# ---- dm_host_link ----
### Clock routing, dm_host_link

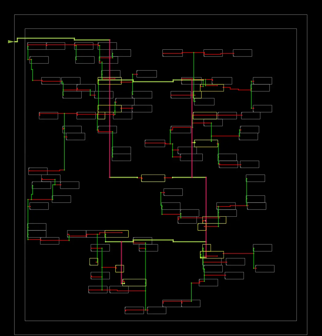

### src/rtl/dm_link_pkg.sv
// Shared types and constants for the data-memory host link and the DM access selector.
package dm_link_pkg;

    localparam int unsigned BYTE_W = 8;
    localparam int unsigned WORD_W = 16;
    localparam int unsigned ADDR_W = 16;

    localparam logic [1:0] STATUS_COM_WR = 2'b00;
    localparam logic [1:0] STATUS_PROC   = 2'b01;
    localparam logic [1:0] STATUS_COM_RD = 2'b10;

    typedef enum logic [3:0] {
        ST_IDLE,
        ST_LOAD_LO,
        ST_LOAD_HI,
        ST_FLUSH,
        ST_RUN,
        ST_RD_ADDR,
        ST_RD_WAIT,
        ST_TX_LO,
        ST_TX_HI
    } state_t;

    typedef struct packed {
        logic [BYTE_W-1:0] hi;
        logic [BYTE_W-1:0] lo;
    } dm_word_t;

    // Selector mode owned by each controller state.
    function automatic logic [1:0] status_of(input state_t s);
        case (s)
            ST_RUN:                                      return STATUS_PROC;
            ST_RD_ADDR, ST_RD_WAIT, ST_TX_LO, ST_TX_HI:  return STATUS_COM_RD;
            default:                                     return STATUS_COM_WR;
        endcase
    endfunction

endpackage

### src/rtl/dm_word_tx.sv
// Serializes one 16-bit word into two valid/ready bytes, low byte first.
module dm_word_tx
    import dm_link_pkg::*;
(
    input  logic              clk,
    input  logic              rst_n,
    input  logic              load,
    input  logic [WORD_W-1:0] word,
    output logic [BYTE_W-1:0] tx_data,
    output logic              tx_valid,
    input  logic              tx_ready,
    output logic              fire_c
);

    dm_word_t          word_s;
    logic [BYTE_W-1:0] hi_q;
    logic              hi_phase;

    assign word_s = dm_word_t'(word);
    assign fire_c = tx_valid & tx_ready;

    // tx_data only moves on load or on an accepted byte, so it is stable while stalled.
    always_ff @(posedge clk) begin
        if (!rst_n) begin
            tx_data  <= '0;
            tx_valid <= 1'b0;
            hi_q     <= '0;
            hi_phase <= 1'b0;
        end else if (load) begin
            tx_data  <= word_s.lo;
            hi_q     <= word_s.hi;
            tx_valid <= 1'b1;
            hi_phase <= 1'b0;
        end else if (fire_c) begin
            if (!hi_phase) begin
                tx_data  <= hi_q;
                hi_phase <= 1'b1;
            end else begin
                tx_valid <= 1'b0;
                hi_phase <= 1'b0;
            end
        end
    end

endmodule

### src/rtl/dm_host_link.sv
// Host-side DM controller: loads DM from UART bytes, hands DM to the processor,
// then reads DM back and streams it out over UART TX.
module dm_host_link
    import dm_link_pkg::*;
#(
    parameter int unsigned LOAD_WORDS = 256,
    parameter int unsigned DUMP_BASE  = 0,
    parameter int unsigned DUMP_WORDS = 256,
    parameter int unsigned READ_LAT   = 1
)
(
    input  logic                clk,
    input  logic                rst_n,
    input  logic [BYTE_W-1:0]   rx_data,
    input  logic                rx_valid,
    output logic [BYTE_W-1:0]   tx_data,
    output logic                tx_valid,
    input  logic                tx_ready,
    output logic [1:0]          status,
    output logic [WORD_W-1:0]   com_data_in,
    output logic [ADDR_W-1:0]   com_addr,
    output logic                com_wr_en,
    input  logic [WORD_W-1:0]   com_data_out,
    output logic                proc_start,
    input  logic                proc_done,
    output logic                busy,
    output logic                rx_overrun
);

    localparam int unsigned CNT_W  = 17;
    localparam int unsigned WAIT_W = (READ_LAT > 1) ? $clog2(READ_LAT) : 1;

    state_t              state, state_d;
    logic [BYTE_W-1:0]   lo_byte, lo_byte_d;
    logic [CNT_W-1:0]    word_cnt, word_cnt_d;
    logic [WAIT_W-1:0]   wait_cnt, wait_cnt_d;

    logic [1:0]          status_d;
    logic [WORD_W-1:0]   com_data_in_d;
    logic [ADDR_W-1:0]   com_addr_d;
    logic                com_wr_en_d;
    logic                proc_start_d;
    logic                busy_d;
    logic                rx_overrun_d;

    logic                load_last_c;
    logic                dump_last_c;
    logic                wait_done_c;
    logic                tx_load_c;
    logic                tx_fire_c;

    assign load_last_c = (word_cnt == CNT_W'(LOAD_WORDS - 1));
    assign dump_last_c = (word_cnt == CNT_W'(DUMP_WORDS - 1));
    assign wait_done_c = (wait_cnt == WAIT_W'(READ_LAT - 1));

    // State register.
    always_ff @(posedge clk) begin
        if (!rst_n) begin
            state <= ST_IDLE;
        end else begin
            state <= state_d;
        end
    end

    // Next-state logic.
    always_comb begin
        state_d = state;
        case (state)
            ST_IDLE, ST_LOAD_LO: if (rx_valid)    state_d = ST_LOAD_HI;
            ST_LOAD_HI:          if (rx_valid)    state_d = load_last_c ? ST_FLUSH : ST_LOAD_LO;
            ST_FLUSH:                             state_d = ST_RUN;
            ST_RUN:              if (proc_done)   state_d = ST_RD_ADDR;
            ST_RD_ADDR:                           state_d = ST_RD_WAIT;
            ST_RD_WAIT:          if (wait_done_c) state_d = ST_TX_LO;
            ST_TX_LO:            if (tx_fire_c)   state_d = ST_TX_HI;
            ST_TX_HI:            if (tx_fire_c)   state_d = dump_last_c ? ST_IDLE : ST_RD_ADDR;
            default:                              state_d = ST_IDLE;
        endcase
    end

    // Next values of the registered outputs and datapath.
    always_comb begin
        lo_byte_d     = lo_byte;
        word_cnt_d    = word_cnt;
        wait_cnt_d    = wait_cnt;
        com_data_in_d = com_data_in;
        com_addr_d    = com_addr;
        com_wr_en_d   = 1'b0;
        rx_overrun_d  = rx_overrun;
        tx_load_c     = 1'b0;
        status_d      = status_of(state_d);
        busy_d        = (state_d != ST_IDLE);
        proc_start_d  = (state_d == ST_RUN) && (state != ST_RUN);

        // Address advances the cycle after each write strobe.
        if (com_wr_en) begin
            com_addr_d = com_addr + 16'd1;
        end

        case (state)
            ST_IDLE, ST_LOAD_LO: begin
                if (rx_valid) lo_byte_d = rx_data;
            end
            ST_LOAD_HI: begin
                if (rx_valid) begin
                    com_data_in_d = {rx_data, lo_byte};
                    com_wr_en_d   = 1'b1;
                    word_cnt_d    = word_cnt + CNT_W'(1);
                end
            end
            ST_RUN: begin
                if (proc_done) begin
                    com_addr_d = ADDR_W'(DUMP_BASE);
                    word_cnt_d = '0;
                end
            end
            ST_RD_ADDR: begin
                wait_cnt_d = '0;
            end
            ST_RD_WAIT: begin
                if (wait_done_c) tx_load_c  = 1'b1;
                else             wait_cnt_d = wait_cnt + WAIT_W'(1);
            end
            ST_TX_HI: begin
                if (tx_fire_c) begin
                    if (dump_last_c) begin
                        com_addr_d = '0;
                        word_cnt_d = '0;
                    end else begin
                        com_addr_d = com_addr + 16'd1;
                        word_cnt_d = word_cnt + CNT_W'(1);
                    end
                end
            end
            default: ;
        endcase

        if (rx_valid && !(state inside {ST_IDLE, ST_LOAD_LO, ST_LOAD_HI})) begin
            rx_overrun_d = 1'b1;
        end
    end

    // Output and datapath registers.
    always_ff @(posedge clk) begin
        if (!rst_n) begin
            status      <= STATUS_COM_WR;
            com_data_in <= '0;
            com_addr    <= '0;
            com_wr_en   <= 1'b0;
            proc_start  <= 1'b0;
            busy        <= 1'b0;
            rx_overrun  <= 1'b0;
            lo_byte     <= '0;
            word_cnt    <= '0;
            wait_cnt    <= '0;
        end else begin
            status      <= status_d;
            com_data_in <= com_data_in_d;
            com_addr    <= com_addr_d;
            com_wr_en   <= com_wr_en_d;
            proc_start  <= proc_start_d;
            busy        <= busy_d;
            rx_overrun  <= rx_overrun_d;
            lo_byte     <= lo_byte_d;
            word_cnt    <= word_cnt_d;
            wait_cnt    <= wait_cnt_d;
        end
    end

    dm_word_tx u_word_tx (
        .clk      (clk),
        .rst_n    (rst_n),
        .load     (tx_load_c),
        .word     (com_data_out),
        .tx_data  (tx_data),
        .tx_valid (tx_valid),
        .tx_ready (tx_ready),
        .fire_c   (tx_fire_c)
    );

endmodule

### config.mk
export PLATFORM = sky130hd
export DESIGN_NAME = dm_host_link
export DESIGN_NICKNAME = d
export VERILOG_FILES = /design/src/rtl/dm_link_pkg.sv /design/src/rtl/dm_word_tx.sv /design/src/rtl/dm_host_link.sv
export SDC_FILE = /design/constraint.sdc
export NUM_CORES = 1
export LEC_CHECK = 0
export CAP_MARGIN = 40
export CORE_ASPECT_RATIO = 1.1
export CORE_MARGIN = 4
export CORE_UTILIZATION = 31
export CTS_CLUSTER_SIZE = 40
export DETAILED_ROUTE_END_ITERATION = 12
export GPL_TIMING_DRIVEN = 0
export PLACE_DENSITY = 0.5
export SYNTH_ARGS = -nofsm -noshare
export SYNTH_HDL_FRONTEND = slang
export SYNTH_HIERARCHICAL = 1
export SYNTH_SLANG_ARGS = --single-unit
export TNS_END_PERCENT = 20
### constraint.sdc
create_clock -name clk -period 2.1 [get_ports clk]
set_input_delay 0.315 -clock clk [delete_from_list [all_inputs] [get_ports clk]]
set_output_delay 0.315 -clock clk [all_outputs]
set_load 0.1 [all_outputs]
# ---- i2s_tx_master ----
### src/rtl/i2s_tx_master.sv
// i2s_tx_master
//   I2S master transmitter. Divides the fabric clock into a bit clock,
//   generates word select and shifts stereo frames out MSB-first in standard
//   I2S format (WS leads each channel's MSB by one bit). Frames are queued in
//   a small FIFO; an empty FIFO at a frame boundary sends zeros and raises a
//   sticky underrun flag. One frame_start_o pulse is emitted per frame.
//
// Ports
//   WB_CLK          fabric clock, all logic on its rising edge
//   WB_RST          synchronous active-high reset
//   enable_i        run (1) / stop (0) the serialiser
//   tx_left_i       left sample pushed into the FIFO
//   tx_right_i      right sample pushed into the FIFO
//   tx_push_i       push {left,right}; dropped when tx_full_o=1
//   tx_full_o       FIFO holds FIFO_DEPTH frames
//   tx_level_o      number of frames queued
//   bitclk_o        I2S bit clock (period 2*CLK_DIV clocks)
//   ws_o            word select, 0 = left, 1 = right
//   sdata_o         serial data, changes on bit clock falls
//   frame_start_o   one-cycle pulse when the left MSB of a frame is driven
//   underrun_o      sticky: a frame boundary found the FIFO empty
//   underrun_clr_i  clears underrun_o (a simultaneous underrun wins)
module i2s_tx_master #(
  parameter int DATA_WIDTH = 16,
  parameter int CLK_DIV    = 2,
  parameter int FIFO_DEPTH = 4
) (
  input  logic                              WB_CLK,
  input  logic                              WB_RST,
  input  logic                              enable_i,
  input  logic [DATA_WIDTH-1:0]             tx_left_i,
  input  logic [DATA_WIDTH-1:0]             tx_right_i,
  input  logic                              tx_push_i,
  output logic                              tx_full_o,
  output logic [$clog2(FIFO_DEPTH):0]       tx_level_o,
  output logic                              bitclk_o,
  output logic                              ws_o,
  output logic                              sdata_o,
  output logic                              frame_start_o,
  output logic                              underrun_o,
  input  logic                              underrun_clr_i
);

  localparam int FW  = 2 * DATA_WIDTH;
  localparam int LW  = $clog2(FIFO_DEPTH) + 1;
  localparam int PW  = $clog2(FIFO_DEPTH);
  localparam int DCW = (CLK_DIV > 1) ? $clog2(CLK_DIV) : 1;
  localparam int BCW = $clog2(FW);

  logic [DCW-1:0] div_cnt_q, div_cnt_d;
  logic           bitclk_q, bitclk_d;
  logic [BCW-1:0] bit_cnt_q, bit_cnt_d;
  logic           ws_q, ws_d;
  logic           sdata_q, sdata_d;
  logic           frame_start_q, frame_start_d;
  logic           underrun_q, underrun_d;
  logic [FW-1:0]  shreg_q, shreg_d;
  logic [LW-1:0]  level_q, level_d;
  logic           full_q, full_d;
  logic [PW-1:0]  rd_ptr_q, rd_ptr_d;
  logic [PW-1:0]  wr_ptr_q, wr_ptr_d;
  logic [FW-1:0]  fifo_mem_q [FIFO_DEPTH];

  logic           load;
  logic           pop;
  logic           push_ok;
  logic [FW-1:0]  head;

  assign head    = fifo_mem_q[rd_ptr_q];
  assign push_ok = tx_push_i & ~full_q;

  always_comb begin
    div_cnt_d     = div_cnt_q;
    bitclk_d      = bitclk_q;
    bit_cnt_d     = bit_cnt_q;
    ws_d          = ws_q;
    sdata_d       = sdata_q;
    shreg_d       = shreg_q;
    frame_start_d = 1'b0;
    load          = 1'b0;
    pop           = 1'b0;

    if (!enable_i) begin
      // Stopped: park everything so a re-enable starts at a fresh frame.
      div_cnt_d = '0;
      bitclk_d  = 1'b0;
      bit_cnt_d = BCW'(FW - 1);
      ws_d      = 1'b0;
      sdata_d   = 1'b0;
    end else if (div_cnt_q == DCW'(CLK_DIV - 1)) begin
      div_cnt_d = '0;
      bitclk_d  = ~bitclk_q;
      // Falling bit clock edge: advance to the next frame bit.
      if (bitclk_q) begin
        bit_cnt_d = (bit_cnt_q == BCW'(FW - 1)) ? '0 : bit_cnt_q + BCW'(1);
        ws_d      = (bit_cnt_d >= BCW'(DATA_WIDTH - 1)) &&
                    (bit_cnt_d <= BCW'(FW - 2));
        if (bit_cnt_d == '0) begin
          load          = 1'b1;
          frame_start_d = 1'b1;
          if (level_q != '0) begin
            pop     = 1'b1;
            sdata_d = head[FW-1];
            shreg_d = {head[FW-2:0], 1'b0};
          end else begin
            sdata_d = 1'b0;
            shreg_d = '0;
          end
        end else begin
          sdata_d = shreg_q[FW-1];
          shreg_d = {shreg_q[FW-2:0], 1'b0};
        end
      end
    end else begin
      div_cnt_d = div_cnt_q + DCW'(1);
    end
  end

  always_comb begin
    underrun_d = underrun_q;
    if (load && !pop) begin
      underrun_d = 1'b1;
    end else if (underrun_clr_i) begin
      underrun_d = 1'b0;
    end

    rd_ptr_d = rd_ptr_q + PW'(pop);
    wr_ptr_d = wr_ptr_q + PW'(push_ok);

    level_d = level_q;
    case ({push_ok, pop})
      2'b10:   level_d = level_q + LW'(1);
      2'b01:   level_d = level_q - LW'(1);
      default: level_d = level_q;
    endcase
    full_d = (level_d == LW'(FIFO_DEPTH));
  end

  always_ff @(posedge WB_CLK) begin
    if (WB_RST) begin
      div_cnt_q     <= '0;
      bitclk_q      <= 1'b0;
      bit_cnt_q     <= BCW'(FW - 1);
      ws_q          <= 1'b0;
      sdata_q       <= 1'b0;
      frame_start_q <= 1'b0;
      underrun_q    <= 1'b0;
      level_q       <= '0;
      full_q        <= 1'b0;
      rd_ptr_q      <= '0;
      wr_ptr_q      <= '0;
    end else begin
      div_cnt_q     <= div_cnt_d;
      bitclk_q      <= bitclk_d;
      bit_cnt_q     <= bit_cnt_d;
      ws_q          <= ws_d;
      sdata_q       <= sdata_d;
      frame_start_q <= frame_start_d;
      underrun_q    <= underrun_d;
      level_q       <= level_d;
      full_q        <= full_d;
      rd_ptr_q      <= rd_ptr_d;
      wr_ptr_q      <= wr_ptr_d;
    end
  end

  // Data storage is not reset: it is always written before it is read.
  always_ff @(posedge WB_CLK) begin
    shreg_q <= shreg_d;
    if (push_ok) begin
      fifo_mem_q[wr_ptr_q] <= {tx_left_i, tx_right_i};
    end
  end

  assign bitclk_o      = bitclk_q;
  assign ws_o          = ws_q;
  assign sdata_o       = sdata_q;
  assign frame_start_o = frame_start_q;
  assign underrun_o    = underrun_q;
  assign tx_level_o    = level_q;
  assign tx_full_o     = full_q;

endmodule

### config.mk
export PLATFORM = sky130hd
export DESIGN_NAME = i2s_tx_master
export DESIGN_NICKNAME = d
export VERILOG_FILES = /design/src/rtl/i2s_tx_master.sv
export SDC_FILE = /design/constraint.sdc
export NUM_CORES = 1
export LEC_CHECK = 0
export CORE_MARGIN = 5
export CORE_UTILIZATION = 35
export DETAILED_ROUTE_END_ITERATION = 16
export DONT_BUFFER_PORTS = 1
export PLACE_DENSITY_LB_ADDON = 0.05
export SLEW_MARGIN = 20
export SYNTH_ARGS = -nofsm -noshare
export SYNTH_HDL_FRONTEND = slang
export SYNTH_SLANG_ARGS = --single-unit
### constraint.sdc
create_clock -name WB_CLK -period 6.82 [get_ports WB_CLK]
set_clock_uncertainty 0.05 [all_clocks]
set_input_delay 1.364 -clock WB_CLK [delete_from_list [all_inputs] [get_ports WB_CLK]]
set_output_delay 1.364 -clock WB_CLK [all_outputs]
set_load 0.01 [all_outputs]
# ---- phys_reg_free_list ----
**config.mk**
```make
export PLATFORM = sky130hd
export DESIGN_NAME = phys_reg_free_list
export DESIGN_NICKNAME = d
export VERILOG_FILES = /design/src/rtl/phys_reg_free_list.sv
export SDC_FILE = /design/constraint.sdc
export NUM_CORES = 1
export LEC_CHECK = 0
export CAP_MARGIN = 20
export CORE_ASPECT_RATIO = 0.7
export CORE_UTILIZATION = 40
export DETAILED_ROUTE_END_ITERATION = 8
export PLACE_DENSITY_LB_ADDON = 0.25
export RECOVER_POWER = 25
export REMOVE_ABC_BUFFERS = 1
export SLEW_MARGIN = 0
export SYNTH_ARGS = -nofsm -noshare
export SYNTH_HDL_FRONTEND = slang
export SYNTH_SLANG_ARGS = --single-unit
```
**constraint.sdc**
```tcl
create_clock -name clk_i -period 7.5 [get_ports clk_i]
set_input_delay 1.5 -clock clk_i [delete_from_list [all_inputs] [get_ports clk_i]]
set_output_delay 1.5 -clock clk_i [all_outputs]
set_load 0.01 [all_outputs]
```
**src/rtl/phys_reg_free_list.sv**
```systemverilog
// Circular free list of physical register tags for the rename stage.
// Grants one tag per cycle, reclaims committed old tags, and recovers all speculative tags on flush.
module phys_reg_free_list #(
  parameter int PhyRegIDWidth = 6,
  parameter int NumPhyRegs    = 64,
  parameter int NumArRegs     = 32,
  parameter int CommitWidth   = 1,
  localparam int NumFree      = NumPhyRegs - NumArRegs,
  localparam int PtrWidth     = $clog2(NumFree),
  localparam int CntWidth     = $clog2(NumFree + 1)
) (
  input  logic                                 clk_i,
  input  logic                                 rst_i,
  input  logic                                 alloc_i,
  output logic                                 alloc_valid_o,
  output logic [PhyRegIDWidth-1:0]             alloc_tag_o,
  input  logic [CommitWidth-1:0]               commit_i,
  input  logic [CommitWidth*PhyRegIDWidth-1:0] commit_old_tag_i,
  input  logic                                 flush_i,
  output logic [CntWidth-1:0]                  free_count_o,
  output logic                                 error_o
);

  if (NumFree < 2) begin : g_bad_params
    $error("phys_reg_free_list needs at least two free physical registers");
  end

  logic [PhyRegIDWidth-1:0] free_q [NumFree];
  logic [PhyRegIDWidth-1:0] free_d [NumFree];
  logic [PtrWidth-1:0]      head_q, head_d;
  logic [PtrWidth-1:0]      tail_q, tail_d;
  logic [CntWidth-1:0]      count_q, count_d;
  logic                     error_q, error_d;
  logic                     alloc_fire;

  // Pointers wrap explicitly so NumFree need not be a power of two.
  function automatic logic [PtrWidth-1:0] ptr_inc(input logic [PtrWidth-1:0] p);
    return (p == PtrWidth'(NumFree - 1)) ? '0 : p + PtrWidth'(1);
  endfunction

  assign alloc_valid_o = (count_q != '0) && !flush_i;
  assign alloc_tag_o   = free_q[head_q];
  assign free_count_o  = count_q;
  assign error_o       = error_q;
  assign alloc_fire    = alloc_i && alloc_valid_o;

  // NOTE: every variable gets a default before any branch so no latch is
  // inferred; blocking assignments here let commit slots chain in order.
  always_comb begin
    free_d  = free_q;
    head_d  = head_q;
    tail_d  = tail_q;
    count_d = count_q;
    error_d = error_q;

    if (alloc_i && !flush_i && (count_q == '0)) error_d = 1'b1;
    if (alloc_fire) begin
      head_d  = ptr_inc(head_q);
      count_d = count_q - CntWidth'(1);
    end

    for (int c = 0; c < CommitWidth; c++) begin
      if (commit_i[c]) begin
        if (count_d == CntWidth'(NumFree)) begin
          error_d = 1'b1;
        end else begin
          free_d[tail_d] = commit_old_tag_i[c*PhyRegIDWidth +: PhyRegIDWidth];
          tail_d         = ptr_inc(tail_d);
          count_d        = count_d + CntWidth'(1);
        end
      end
    end

    // Once in-flight work is discarded every non-architectural tag is free again.
    if (flush_i) begin
      head_d  = tail_d;
      count_d = CntWidth'(NumFree);
    end
  end

  // NOTE: the tag storage is reset because its initial contents are the
  // architecturally meaningful free set, not don't-care data.
  always_ff @(posedge clk_i or posedge rst_i) begin
    if (rst_i) begin
      for (int i = 0; i < NumFree; i++) free_q[i] <= PhyRegIDWidth'(NumArRegs + i);
      head_q  <= '0;
      tail_q  <= '0;
      count_q <= CntWidth'(NumFree);
      error_q <= 1'b0;
    end else begin
      free_q  <= free_d;
      head_q  <= head_d;
      tail_q  <= tail_d;
      count_q <= count_d;
      error_q <= error_d;
    end
  end

endmodule

```
### Routed metal, one color a layer, dm_host_link

Scale: 3 px per um.
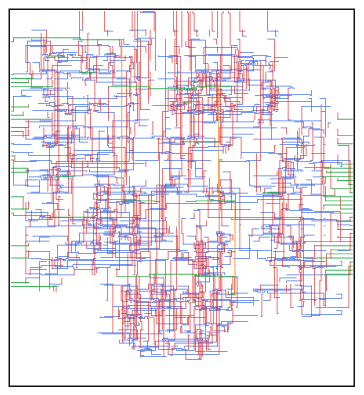
M1: marked blue, wire length 5,080 um. M2: marked red, wire length 4,880 um. M3: marked green, wire length 526 um. M4: marked orange, wire length 158 um.
per-cell routed wire length: 14.2 um
vias after detailed routing: 3,757
Total GRT Usage: 15.2%

Notes on 'Clock routing' of dm_host_link above:
clk latency late pin: 0.34 ns
clock buffers: 10

==> flow_summary.ini, dm_host_link <==
; flow metrics
[run_status]
status = finished clean

[layout]
inv_count = 15
comb_area_share_pct = 32.8
drive_above_1_share_pct = 19.8
regArea_um2 = 1720
logic_area_um2 = 1970
final_cells = 750

[floorplan]
core_area_um2 = 12100
die_h_um = 125

[logic_synthesis]
syn_nets = 482
synth.cellmix.adderShare_pct = 0.647
yosys_cells = 451
synth_flops = 85
top_logic_kind = simple AND/OR/NAND/NOR gates
edf_count = 0

[route]
drt_iter0_markers = 162
wl_met3_um = 525
met2RoutedLength_mm = 4.88

[setup_path]
startpoint_type = input pin
crit-reg2reg-launch = word_cnt[0]$_SDFFE_PN0P_
critical_path_arrival_ns = 2.22

[place]
dpl-instance-area_um2 = 5570
placed_cells = 726

[final_timing]
slew_viol_final = 0
fin_crit_ns = 1.95
setup_slack_ns = 0.148

[grt]
antenna_found_initial = 0
grt_start_max_net_pins = 17

[hold_path]
hold_end = rx_overrun$_SDFFE_PN0P_
min_from = rx_valid

[clock_tree]
clock_path_buffers = 2
cts_tree = built

[flow_run]
tool_warnings = 27
[dm_host_link: what timing repair did]
item                                    in CTS  in global routing
hold endpoints to repair                     0                  0
endpoints found under the setup margin      55                 40
gates resized                                6                 13
pin swaps                                    2                  1
setup buffers                                3                  5
[dm_host_link: worst reg2reg max path, stage by stage, from the launching register on]
cell and delay (ns):
dfxtp_1 0.34, ha_1 0.24, nand4_1 0.14, nand4b_1 0.21, a31oi_2 0.23, or4_1 0.55, a21oi_1 0.14
[dm_host_link: power by group]
group          total, mW  switching (mW)  internal (mW)
Combinational      0.519           0.310          0.209
Clock               1.58           0.688          0.890
Sequential          1.68          0.0278           1.65
Total               3.77            1.03           2.75
[dm_host_link: registers in the layout (all words and copies together), names as in the netlist]
| register | count |
|---|---|
| com_wr_en | 1 |
| u_word_tx/hi_q | 8 |
| rx_overrun | 1 |
| status | 2 |
| state | 4 |
| u_word_tx/tx_data | 8 |
| busy | 1 |
| u_word_tx/tx_valid | 1 |
| u_word_tx/hi_phase | 1 |
| proc_start | 1 |
| lo_byte | 8 |
| com_data_in | 16 |
| word_cnt | 17 |
| com_addr | 16 |
### Clock routing, phys_reg_free_list

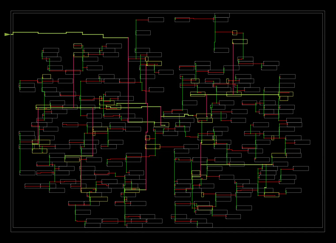
Clock Sinks: 209
final setup skew: 0.0137 ns

### PDN straps and rails, phys_reg_free_list

Scale: 2 px per um. Pins as bars on the die edge. Tap cells in gray.
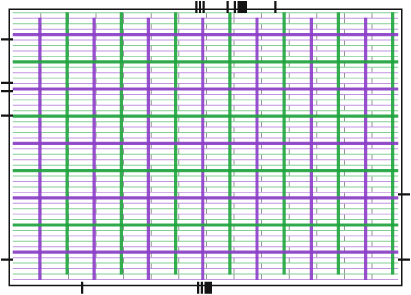
VSS: marked purple. VDD: marked green.
14 straps on met4. The core has 49 rows. 50 met1 rails follow the rows. 9 straps on met5.

==> flow_summary.ini, phys_reg_free_list <==
; flow metrics
[run_status]
status = finished clean

[power]
pg_clk_mw = 1.12
p_sw_share_pct = 31.2
power_leader = sequential cells
combPwrFrac_pct = 34.3
p_switching_mw = 1.52
p_int_mw = 3.35

[route]
drtPass1Iterations = 4
drt_iter0_markers = 373

[floorplan]
io_pins = 25

[grt]
met2_usage_pct = 26.7

[setup_path]
cp_num_cells = 11
reg2reg_depth = 10

[layout]
fillCellCount = 2182
buffers_excl_clock = 33

[logic_synthesis]
yosys.cell_count.top_type = mux2_1
synth_chip_area_um2 = 10500
top_logic_kind = multiplexers
ys_top_cells_by_area = dfstp_2, dfrtp_1, mux2_1
top_cell_area_share_pct = 28.3
synth_area_per_cell_um2 = 14.9

[final_timing]
slew_viol_final = 0

[place]
port_buffers = 24
hpwl_mm = 15.0
phys_reg_free_list: per-stage QoR:
stage          util [%]  setup slack, ns  area, um^2
2_1_floorplan         -            0.478       10100
3_3_place_gp       41.9             1.94       10800
3_5_place_dp       42.1             1.86       10800
4_1_cts            45.0             2.28       11600
5_1_grt            45.2             2.02       11600
6_report           45.2             2.35       11600
phys_reg_free_list: cell usage in the layout (no fill, tap or decap), types with 3 or more instances in the layout:
master	Yosys	routed
clkbuf_16	0	23
a21oi_1	3	3
nand3_1	5	5
dfstp_2	113	113
mux2_1	193	193
and3_1	37	37
dfrtp_1	96	94
clkbuf_1	31	6
nor3_1	8	8
mux4_2	60	60
ha_1	11	11
inv_1	9	8
nor2_1	11	11
nor3b_1	4	4
clkdlybuf4s50_1	0	23
mux2_2	10	10
buf_4	33	6
nand2_1	14	14
and3b_1	4	4
nor2b_1	3	3
buf_16	0	3
a31oi_1	3	3
o21ai_0	3	3
o21a_1	3	3
a21o_1	3	3
mux2i_1	5	5
clkbuf_8	0	5
phys_reg_free_list: state kept, by name (all words and copies together) (netlist names):
register,flops
free_count_o,6
free_q,192
head_q,5
error_o,1
tail_q,5
### Metal 2, i2s_tx_master

Scale: 2 px per um.
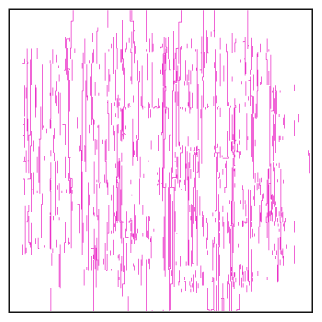
366 nets have wire on it. The layer carries 6,640 um of wire.
Post-Route WL: 13.1 mm
vias after detailed routing: 3,229

==> flow_summary.ini, i2s_tx_master <==
; flow metrics
[run_status]
status = finished clean

[logic_synthesis]
yosys.cell_count.top_type = edfxtp_1
edf_count = 159
synth.cellmix.adderShare_pct = 1.73
ys_top_cells_by_area = edfxtp_1, mux4_2, dfxtp_1
mux_area_share_pct = 10.9
largest_area_cell = edfxtp_1
synth_cells = 352
ys_seq_share_pct = 74.3
syn_area_um2 = 6940
aoi_share_pct = 6.15

[setup_path]
cp_common_cell = ha_1
cp-end-kind = flip-flop
reg2reg_depth = 14
critical_path_arrival_ns = 3.90
startpoint_type = flip-flop
crit_chain = ha_1 > and3_1 > ha_1 > nand2b_1 > a211oi_4 > buf_4 > and3_1 > ha_1 > inv_1 > fa_1 > xor2_1 > nor2_1 > xnor2_1 > nor3_1

[floorplan]
io_pins = 46
die_h_um = 151

[place]
hpwl_mm = 7.49
port_buffers = 0

[final_timing]
fin_setup_tns_ns = 0
setup_slack_ns = 3.21
rsz0062_at_grt = no
finalHoldViolations = 0

[layout]
layout.nets = 408
area_delta_synth_final_pct = 13.9
top_register = fifo_mem_q

[clock_tree]
cts-root-buf = clkbuf_16

[grt]
grt_first_pass_wirelength_mm = 20.1

[power]
power_leakage_nw = 2.51

[flow_run]
max_cap_viol_count = 0

[hold_path]
hold_end = div_cnt_q$_SDFF_PP0_

[route]
drt_iter0_markers = 214
## i2s_tx_master: metal layers
layer  part of all wire, %  vias to the layer above  routed length (um)  track usage [%]
met4                   1.0                        0                 136             3.40
li1                      -                     1467                   -                -
met1                    44                     1709                5720             15.1
met5                     0                        -                   0                0
met3                   4.3                       10                 561             4.25
met2                    51                       43                6640             20.3
## i2s_tx_master: worst max-delay path: cells and delay by family, from the launching register on
kind | cells | cell delay (ns)
AND/OR/NAND/NOR | 5 | 0.96
buffers and inverters | 2 | 0.43
adder cells (fa/ha/maj) | 4 | 1.13
AND-OR/OR-AND | 1 | 0.22
flip-flops | 1 | 0.52
XOR/XNOR | 2 | 0.24
## i2s_tx_master: final cells by class
type / instances / area share, %
Clock buffer: 19 / 5.48
Clock inverter: 13 / 2.49
Inverter: 8 / 0.380
Multi-Input combinational cell: 148 / 21.1
Sequential cell: 178 / 65.3
Tap cell: 265 / 4.20
Timing Repair Buffer: 9 / 1.11
## i2s_tx_master: report_power, final
part / total (mW) / internal (mW) / switching (mW)
clock: 1.04 / 0.621 / 0.414
combinational: 0.111 / 0.0492 / 0.0615
sequential: 1.25 / 1.24 / 0.0131
total: 2.40 / 1.91 / 0.489

==> notes/layouts.md <==
Pictures saved along the way, in no particular order.

M3 wires.
shot_01.png
Scale: 2 px per um. Cells faint in the background.
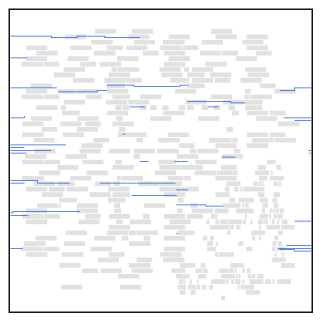
shot_02.png
Scale: 2 px per um. Cells faint in the background.
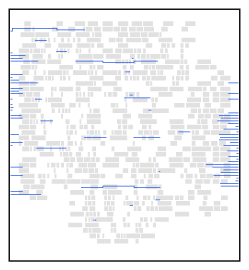
shot_03.png
Scale: 1.5 px per um. Cells faint in the background.
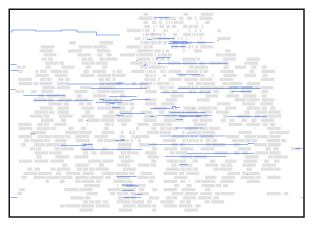
shot_01.png is i2s_tx_master.
shot_03.png is phys_reg_free_list.
shot_02.png is dm_host_link.


# ---- uart_tx_arbiter ----
## config.mk

```make
export PLATFORM = sky130hd
export DESIGN_NAME = uart_tx_arbiter
export DESIGN_NICKNAME = d
export VERILOG_FILES = /design/src/rtl/uart_arb_pkg.sv /design/src/rtl/uart_rr_pick.sv /design/src/rtl/uart_tx_arbiter.sv
export SDC_FILE = /design/constraint.sdc
export NUM_CORES = 1
export LEC_CHECK = 0
export CAP_MARGIN = 40
export CORE_MARGIN = 3
export CORE_UTILIZATION = 46
export CTS_BUF_LIST = sky130_fd_sc_hd__clkbuf_8 sky130_fd_sc_hd__clkbuf_16
export DETAILED_ROUTE_END_ITERATION = 8
export MAX_ROUTING_LAYER = met4
export PLACE_DENSITY_LB_ADDON = 0.15
export REMOVE_ABC_BUFFERS = 1
export SLEW_MARGIN = 20
export SYNTH_ARGS = -nofsm -noshare
export SYNTH_HDL_FRONTEND = slang
export SYNTH_SLANG_ARGS = --single-unit
export TNS_END_PERCENT = 30
```

## constraint.sdc

```tcl
create_clock -name clock -period 5.2 [get_ports clock]
set_input_delay 1.56 -clock clock [delete_from_list [all_inputs] [get_ports clock]]
set_output_delay 1.56 -clock clock [all_outputs]
set_load 0.005 [all_outputs]
```

## src/rtl/uart_arb_pkg.sv

```systemverilog
// Shared types and helpers for the UART transmit arbiter.
// Build option: UART_ARB_TAG_EN prefixes each packet with a tag byte.
package uart_arb_pkg;

    typedef enum logic [1:0] {
        ST_IDLE = 2'd0,
        ST_TAG  = 2'd1,
        ST_XFER = 2'd2
    } arb_state_t;

    localparam logic [7:0] TAG_BASE = 8'hA0;

    function automatic int id_width(input int n);
        return (n > 1) ? $clog2(n) : 1;
    endfunction

    function automatic int cnt_width(input int t);
        return (t > 0) ? $clog2(t + 1) : 1;
    endfunction

endpackage

```

## src/rtl/uart_rr_pick.sv

```systemverilog
// Rotating-priority picker: first set request at or above rr_ptr,
// wrapping around to requester 0.
module uart_rr_pick
    import uart_arb_pkg::*;
#(
    parameter int P_NUM_REQ = 4,
    localparam int ID_W = id_width(P_NUM_REQ)
) (
    input  logic [P_NUM_REQ-1:0] req,
    input  logic [ID_W-1:0]      rr_ptr,
    output logic                 any,
    output logic [ID_W-1:0]      winner_id
);

    int              sum;
    logic [ID_W-1:0] idx;

    // Walk from the lowest priority down so the last hit is the winner.
    always_comb begin
        any       = 1'b0;
        winner_id = '0;
        sum       = 0;
        idx       = '0;
        for (int i = P_NUM_REQ - 1; i >= 0; i--) begin
            sum = int'(rr_ptr) + i;
            if (sum >= P_NUM_REQ) begin
                sum = sum - P_NUM_REQ;
            end
            idx = ID_W'(sum);
            if (req[idx]) begin
                any       = 1'b1;
                winner_id = idx;
            end
        end
    end

endmodule

```

## src/rtl/uart_tx_arbiter.sv

```systemverilog
// Round-robin, packet-locked arbiter in front of the UART user_tx port.
// Build option: UART_ARB_TAG_EN sends 8'hA0|grant_id ahead of each packet.
module uart_tx_arbiter
    import uart_arb_pkg::*;
#(
    parameter int P_NUM_REQ      = 4,
    parameter int P_DATA_WIDTH   = 8,
    parameter int P_IDLE_TIMEOUT = 64
) (
    input  logic                              clock,
    input  logic                              reset,
    input  logic [P_NUM_REQ-1:0]              i_req_valid,
    input  logic [P_NUM_REQ*P_DATA_WIDTH-1:0] i_req_data,
    input  logic [P_NUM_REQ-1:0]              i_req_last,
    output logic [P_NUM_REQ-1:0]              o_req_ready,
    output logic                              o_user_tx_valid,
    output logic [P_DATA_WIDTH-1:0]           o_user_tx_data,
    input  logic                              i_user_tx_ready,
    output logic [$clog2(P_NUM_REQ)-1:0]      o_grant_id,
    output logic                              o_busy,
    output logic                              o_timeout
);

    localparam int ID_W  = id_width(P_NUM_REQ);
    localparam int CNT_W = cnt_width(P_IDLE_TIMEOUT);
    localparam bit TO_EN = (P_IDLE_TIMEOUT != 0);
`ifdef UART_ARB_TAG_EN
    localparam bit TAG_EN = 1'b1;
`else
    localparam bit TAG_EN = 1'b0;
`endif

    arb_state_t              state;
    logic [ID_W-1:0]         rr_ptr;
    logic [CNT_W-1:0]        cnt;
    logic                    any;
    logic [ID_W-1:0]         winner;
    logic [ID_W-1:0]         ptr_after;
    logic                    ready_g;
    logic                    accept;
    logic                    tag_load;
    logic                    to_hit;
    logic [P_DATA_WIDTH-1:0] tag_byte;
    logic [P_DATA_WIDTH-1:0] req_bytes [P_NUM_REQ];

    uart_rr_pick #(
        .P_NUM_REQ(P_NUM_REQ)
    ) u_pick (
        .req      (i_req_valid),
        .rr_ptr   (rr_ptr),
        .any      (any),
        .winner_id(winner)
    );

    always_comb begin
        for (int k = 0; k < P_NUM_REQ; k++) begin
            req_bytes[k] = i_req_data[k*P_DATA_WIDTH +: P_DATA_WIDTH];
        end
    end

    assign ready_g   = (state == ST_XFER)
                     && (!o_user_tx_valid || i_user_tx_ready);
    assign accept    = ready_g && i_req_valid[o_grant_id];
    assign tag_load  = (state == ST_TAG)
                     && (!o_user_tx_valid || i_user_tx_ready);
    assign ptr_after = (o_grant_id == ID_W'(P_NUM_REQ - 1))
                     ? '0 : o_grant_id + 1'b1;
    assign tag_byte  = P_DATA_WIDTH'(TAG_BASE)
                     | P_DATA_WIDTH'(o_grant_id);

    // A byte accepted on the threshold cycle keeps the grant alive.
    assign to_hit = TO_EN && (state == ST_XFER) && !accept
                  && (cnt == CNT_W'(P_IDLE_TIMEOUT));

    assign o_timeout = to_hit;
    assign o_busy    = (state != ST_IDLE) || o_user_tx_valid;

    always_comb begin
        o_req_ready             = '0;
        o_req_ready[o_grant_id] = ready_g;
    end

    always_ff @(posedge clock or posedge reset) begin
        if (reset) begin
            state      <= ST_IDLE;
            rr_ptr     <= '0;
            cnt        <= '0;
            o_grant_id <= '0;
        end else begin
            case (state)
                ST_IDLE: begin
                    if (any) begin
                        o_grant_id <= winner;
                        cnt        <= '0;
                        state      <= TAG_EN ? ST_TAG : ST_XFER;
                    end
                end
                ST_TAG: begin
                    if (tag_load) begin
                        state <= ST_XFER;
                    end
                end
                ST_XFER: begin
                    if (accept) begin
                        cnt <= '0;
                        if (i_req_last[o_grant_id]) begin
                            state  <= ST_IDLE;
                            rr_ptr <= ptr_after;
                        end
                    end else if (to_hit) begin
                        state  <= ST_IDLE;
                        rr_ptr <= ptr_after;
                    end else if (!i_req_valid[o_grant_id]
                                 && cnt != '1) begin
                        cnt <= cnt + 1'b1;
                    end
                end
                default: state <= ST_IDLE;
            endcase
        end
    end

    // Output register drains on its own, independent of the FSM.
    always_ff @(posedge clock or posedge reset) begin
        if (reset) begin
            o_user_tx_valid <= 1'b0;
            o_user_tx_data  <= '0;
        end else if (accept) begin
            o_user_tx_valid <= 1'b1;
            o_user_tx_data  <= req_bytes[o_grant_id];
        end else if (tag_load) begin
            o_user_tx_valid <= 1'b1;
            o_user_tx_data  <= tag_byte;
        end else if (i_user_tx_ready) begin
            o_user_tx_valid <= 1'b0;
        end
    end

endmodule
```

# ---- cpu_trace_monitor ----
--- config.mk ---
export PLATFORM = sky130hd
export DESIGN_NAME = cpu_trace_monitor
export DESIGN_NICKNAME = d
export VERILOG_FILES = /design/src/rtl/cpu_trace_monitor.sv
export SDC_FILE = /design/constraint.sdc
export NUM_CORES = 1
export LEC_CHECK = 0
export ABC_AREA = 1
export CAP_MARGIN = 20
export CORE_MARGIN = 2
export CORE_UTILIZATION = 40
export DETAILED_ROUTE_END_ITERATION = 7
export GPL_ROUTABILITY_DRIVEN = 0
export HOLD_SLACK_MARGIN = 0.12
export PLACE_DENSITY = 0.68
export SLEW_MARGIN = 20
export SYNTH_ARGS = -nofsm -noshare
export SYNTH_HDL_FRONTEND = slang
export SYNTH_SLANG_ARGS = --single-unit
--- constraint.sdc ---
create_clock -name clk -period 6.2 [get_ports clk]
set_clock_uncertainty 0.2 [all_clocks]
set_input_delay 1.24 -clock clk [delete_from_list [all_inputs] [get_ports clk]]
set_output_delay 1.24 -clock clk [all_outputs]
set_load 0.02 [all_outputs]
--- src/rtl/cpu_trace_monitor.sv ---
// Run monitor for the multicycle CPU: cycle/instruction counters, stall/timeout
// run control and a circular trace buffer of register write-backs with a registered read port.
module cpu_trace_monitor #(
  parameter int unsigned DATA_W      = 32,
  parameter int unsigned DEPTH       = 16,
  parameter int unsigned MAX_CYCLES  = 75,
  parameter int unsigned STALL_LIMIT = 8
) (
  input  logic                       clk,
  input  logic                       Reset,
  input  logic                       clear,
  input  logic                       PCWre,
  input  logic                       RegWre,
  input  logic [DATA_W-1:0]          _Pc0,
  input  logic [4:0]                 _thirdRg,
  input  logic [DATA_W-1:0]          _WBdata,
  input  logic                       rd_en,
  input  logic [$clog2(DEPTH)-1:0]   rd_addr,
  output logic [DATA_W-1:0]          rd_pc,
  output logic [DATA_W-1:0]          rd_wb,
  output logic [4:0]                 rd_reg,
  output logic                       rd_valid,
  output logic [1:0]                 state,
  output logic [15:0]                cycle_count,
  output logic [15:0]                instr_count,
  output logic [$clog2(DEPTH):0]     entries,
  output logic                       overflow
);

  localparam int unsigned AW = $clog2(DEPTH);

  typedef enum logic [1:0] {
    StRun     = 2'b00,
    StHalted  = 2'b01,
    StTimeout = 2'b10
  } state_e;

  state_e          state_q, state_d;
  logic [15:0]     cycle_q, cycle_d;
  logic [15:0]     instr_q, instr_d;
  logic [15:0]     stall_q, stall_d;
  logic [AW-1:0]   wr_ptr_q, wr_ptr_d;
  logic [AW:0]     entries_q, entries_d;
  logic            overflow_q, overflow_d;
  logic [DATA_W-1:0] rd_pc_q, rd_pc_d;
  logic [DATA_W-1:0] rd_wb_q, rd_wb_d;
  logic [4:0]      rd_reg_q, rd_reg_d;
  logic            rd_valid_q, rd_valid_d;

  logic [DATA_W-1:0] pc_mem [DEPTH];
  logic [DATA_W-1:0] wb_mem [DEPTH];
  logic [4:0]        reg_mem [DEPTH];

  logic          capture;
  logic [AW-1:0] rd_phys;
  logic          buf_full;

  assign buf_full = (entries_q == (AW+1)'(DEPTH));
  assign capture  = !clear && (state_q == StRun) && RegWre;
  // Once wrapped, the oldest entry sits at the write pointer.
  assign rd_phys  = (overflow_q ? wr_ptr_q : '0) + rd_addr;

  always_comb begin
    state_d    = state_q;
    cycle_d    = cycle_q;
    instr_d    = instr_q;
    stall_d    = stall_q;
    wr_ptr_d   = wr_ptr_q;
    entries_d  = entries_q;
    overflow_d = overflow_q;
    rd_pc_d    = rd_pc_q;
    rd_wb_d    = rd_wb_q;
    rd_reg_d   = rd_reg_q;
    rd_valid_d = rd_en;

    if (rd_en) begin
      if ({1'b0, rd_addr} >= entries_q) begin
        rd_pc_d  = '0;
        rd_wb_d  = '0;
        rd_reg_d = '0;
      end else begin
        rd_pc_d  = pc_mem[rd_phys];
        rd_wb_d  = wb_mem[rd_phys];
        rd_reg_d = reg_mem[rd_phys];
      end
    end

    if (clear) begin
      state_d    = StRun;
      cycle_d    = '0;
      instr_d    = '0;
      stall_d    = '0;
      wr_ptr_d   = '0;
      entries_d  = '0;
      overflow_d = 1'b0;
      rd_pc_d    = '0;
      rd_wb_d    = '0;
      rd_reg_d   = '0;
      rd_valid_d = 1'b0;
    end else if (state_q == StRun) begin
      cycle_d = cycle_q + 16'd1;
      if (PCWre) begin
        instr_d = instr_q + 16'd1;
        stall_d = '0;
      end else begin
        stall_d = stall_q + 16'd1;
      end
      if (RegWre) begin
        wr_ptr_d = wr_ptr_q + 1'b1;
        if (buf_full) overflow_d = 1'b1;
        else          entries_d  = entries_q + 1'b1;
      end
      // Halt takes precedence when both limits land on the same edge.
      if (!PCWre && stall_q == 16'(STALL_LIMIT - 1)) begin
        state_d = StHalted;
      end else if (cycle_q == 16'(MAX_CYCLES - 1)) begin
        state_d = StTimeout;
      end
    end
  end

  always_ff @(posedge clk or negedge Reset) begin
    if (!Reset) begin
      state_q    <= StRun;
      cycle_q    <= '0;
      instr_q    <= '0;
      stall_q    <= '0;
      wr_ptr_q   <= '0;
      entries_q  <= '0;
      overflow_q <= 1'b0;
      rd_pc_q    <= '0;
      rd_wb_q    <= '0;
      rd_reg_q   <= '0;
      rd_valid_q <= 1'b0;
    end else begin
      state_q    <= state_d;
      cycle_q    <= cycle_d;
      instr_q    <= instr_d;
      stall_q    <= stall_d;
      wr_ptr_q   <= wr_ptr_d;
      entries_q  <= entries_d;
      overflow_q <= overflow_d;
      rd_pc_q    <= rd_pc_d;
      rd_wb_q    <= rd_wb_d;
      rd_reg_q   <= rd_reg_d;
      rd_valid_q <= rd_valid_d;
    end
  end

  // Trace RAM is not reset; validity is tracked by entries_q.
  always_ff @(posedge clk) begin
    if (capture) begin
      pc_mem[wr_ptr_q]  <= _Pc0;
      wb_mem[wr_ptr_q]  <= _WBdata;
      reg_mem[wr_ptr_q] <= _thirdRg;
    end
  end

  assign state       = state_q;
  assign cycle_count = cycle_q;
  assign instr_count = instr_q;
  assign entries     = entries_q;
  assign overflow    = overflow_q;
  assign rd_pc       = rd_pc_q;
  assign rd_wb       = rd_wb_q;
  assign rd_reg      = rd_reg_q;
  assign rd_valid    = rd_valid_q;

endmodule

### Routed metal, one color a layer, cpu_trace_monitor

Scale: 1 px per um.
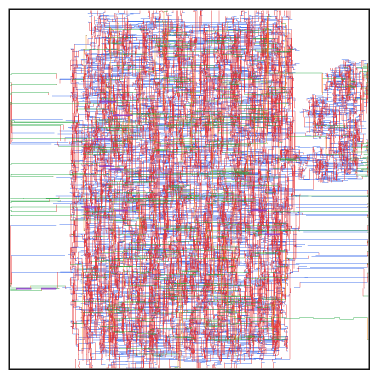
M2: marked red, wire length 63.0 mm. M3: marked green, wire length 10,300 um. M4: marked orange, wire length 2,860 um. M1: marked blue, wire length 53.7 mm. M5: marked purple, wire length 156 um.
Post-Route WL: 130 mm
Total GRT Usage: 19.9%

==> flow_summary.ini, cpu_trace_monitor <==
; flow metrics
[logic_synthesis]
synth_chip_area_um2 = 50300
synth_flops = 1234
synth_cells = 4415
top_cell_area_share_pct = 65.9

[route]
vias = 33275
post-route-drc-count = 0
top_layer = met5
drt_iter0_markers = 3539

[run_status]
status = finished clean

[setup_path]
reg2reg_depth = 8
startpoint_type = input pin

[layout]
buf_share_pct = 4.91
area_delta_synth_final_pct = 14.9
fillCellCount = 11071
ff_count = 1234
fin_area_um2 = 57800

[power]
power_leakage_nw = 21.6
peakVddDrop_v = 0.000212

[clock_tree]
path_clk_slew_ns = 0.06

[final_timing]
slew_viol_final = 0
finalHoldViolations = 0

[floorplan]
core_area_um2 = 125000
die_h_um = 359

[grt]
met2_usage_pct = 33.2
-- cpu_trace_monitor: power breakdown --
part	internal, mW	switching [mW]	total, mW
sequential	9.13	0.0341	9.17
clock	4.09	3.00	7.09
combinational	0.303	0.734	1.04
total	13.5	3.76	17.3
-- cpu_trace_monitor: critical path: cells and delay by family --
kind / cells / cell delay [ns]
and+or+nand+nor: 4 / 1.74
buffers and inverters: 4 / 1.12
-- cpu_trace_monitor: synthesized netlist by cell type (3+ instances only) --
cell type	instances
buf_2	154
dfrtp_1	130
inv_1	73
nor3_1	11
a31oi_1	6
buf_4	45
nand4_1	16
buf_6	12
o21ai_0	33
o21bai_1	4
nand2_1	1775
edfxtp_1	1104
nor2_1	91
ha_1	17
nand3_1	861
a21oi_1	24
buf_1	8
inv_2	3
clkbuf_1	30
-- cpu_trace_monitor: cell families after synthesis --
logic type               after synthesis  synth area share, %
AND/OR/NAND/NOR                     2761                 22.9
flip-flops                          1234                 72.4
buffers and inverters                326                 3.35
AND-OR/OR-AND                         74                0.819
adder cells (fa/ha/maj)               18                0.463
XOR/XNOR                               2               0.0349
### PDN straps and rails, uart_tx_arbiter

Scale: 6 px per um. Pins as bars on the die edge. Tap cells in gray.
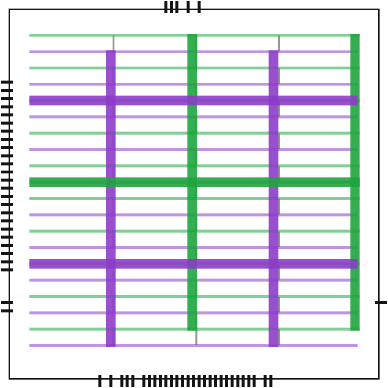
VSS: marked purple. VDD: marked green.
3 straps on met5. The core has 19 rows. 31 tap cells. 60 signal pins sit on the boundary.

==> flow_summary.ini, uart_tx_arbiter <==
; flow metrics
[power]
power_density_nw_per_um2 = 439
p_sw_share_pct = 35.4
power_leader = combinational cells
p_int_uw = 594
combPwrFrac_pct = 56.3

[logic_synthesis]
largest_area_cell = dfrtp_1
synth_flops = 21
mux_area_share_pct = 25.0
aoi_share_pct = 13.2

[route]
vias = 1310
top_layer = met4

[final_timing]
relSlewSlack_pct = 57.6
setup_slack_ns = 0.168

[clock_tree]
cts_setup_buffers = 0
cts_buffers = 3
cts-root-buf = clkbuf_8

[layout]
regArea_um2 = 526

[place]
port_buffers = 59

[floorplan]
nWellTaps = 31

[setup_path]
path_class = in2out
slowest_delay_ns = 0.52

[run_status]
status = finished clean

[grt]
grt_start_max_net_pins = 22
overflow = 0

[hold_path]
hp-class = reg2reg
==> uart_tx_arbiter: critical path, delay by kind of cell <==
family	cells	cell delay, ns
compound gates	1	0.27
buf+inv	2	1.02
mux	1	0.52
simple gates	1	0.11
==> uart_tx_arbiter: path summary, 6_finish.rpt <==
| check | start | endpoint | slack [ns] | cells past startpoint |
|---|---|---|---|---|
| max | i_req_valid[1] | o_timeout | 0.17 | 5 |
| min | o_user_tx_data[4]$_DFFE_PP0P_ | o_user_tx_data[4]$_DFFE_PP0P_ | 0.51 | 1 |
| max reg2reg | o_grant_id[1]$_DFFE_PP0P_ | rr_ptr[0]$_DFFE_PP0P_ | 2.72 | 5 |
| min reg2reg | o_user_tx_data[4]$_DFFE_PP0P_ | o_user_tx_data[4]$_DFFE_PP0P_ | 0.51 | 1 |
| max in group asynchronous | reset | cnt[4]$_DFFE_PP0P_ | 3.38 | 3 |
| min in group asynchronous | reset | o_user_tx_data[0]$_DFFE_PP0P_ | 1.47 | 2 |
==> uart_tx_arbiter: registers in the layout, summed over array words and instances, names as in the netlist <==
register / cells
o_grant_id: 2
state: 1
cnt: 7
o_user_tx_data: 8
rr_ptr: 2
o_user_tx_valid: 1


==> gallery <==
Routed metal, one color a layer.
picture 1
Scale: 6 px per um.
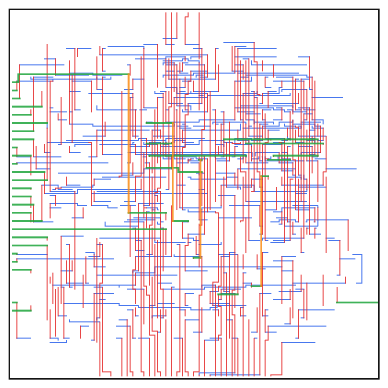
picture 2
Scale: 2 px per um.
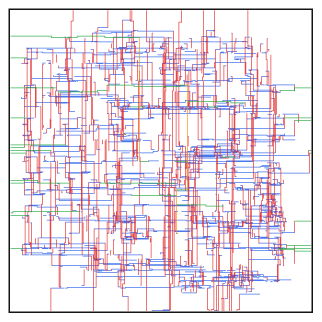
picture 3
Scale: 2 px per um.
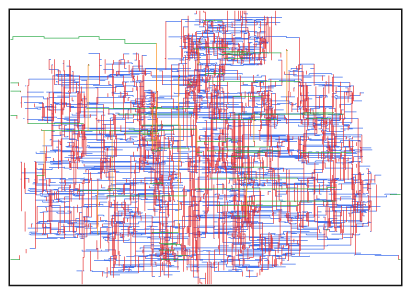
phys_reg_free_list: picture 3
uart_tx_arbiter: picture 1
i2s_tx_master: picture 2
Of these, smallest die: picture 1
Of these, least wire: picture 1

Key to picture 1:
M1: marked blue, wire length 1,410 um. M3: marked green, wire length 218 um. M2: marked red, wire length 2,040 um. M4: marked orange, wire length 74.1 um.

Power and IR drop assume default switching activity.
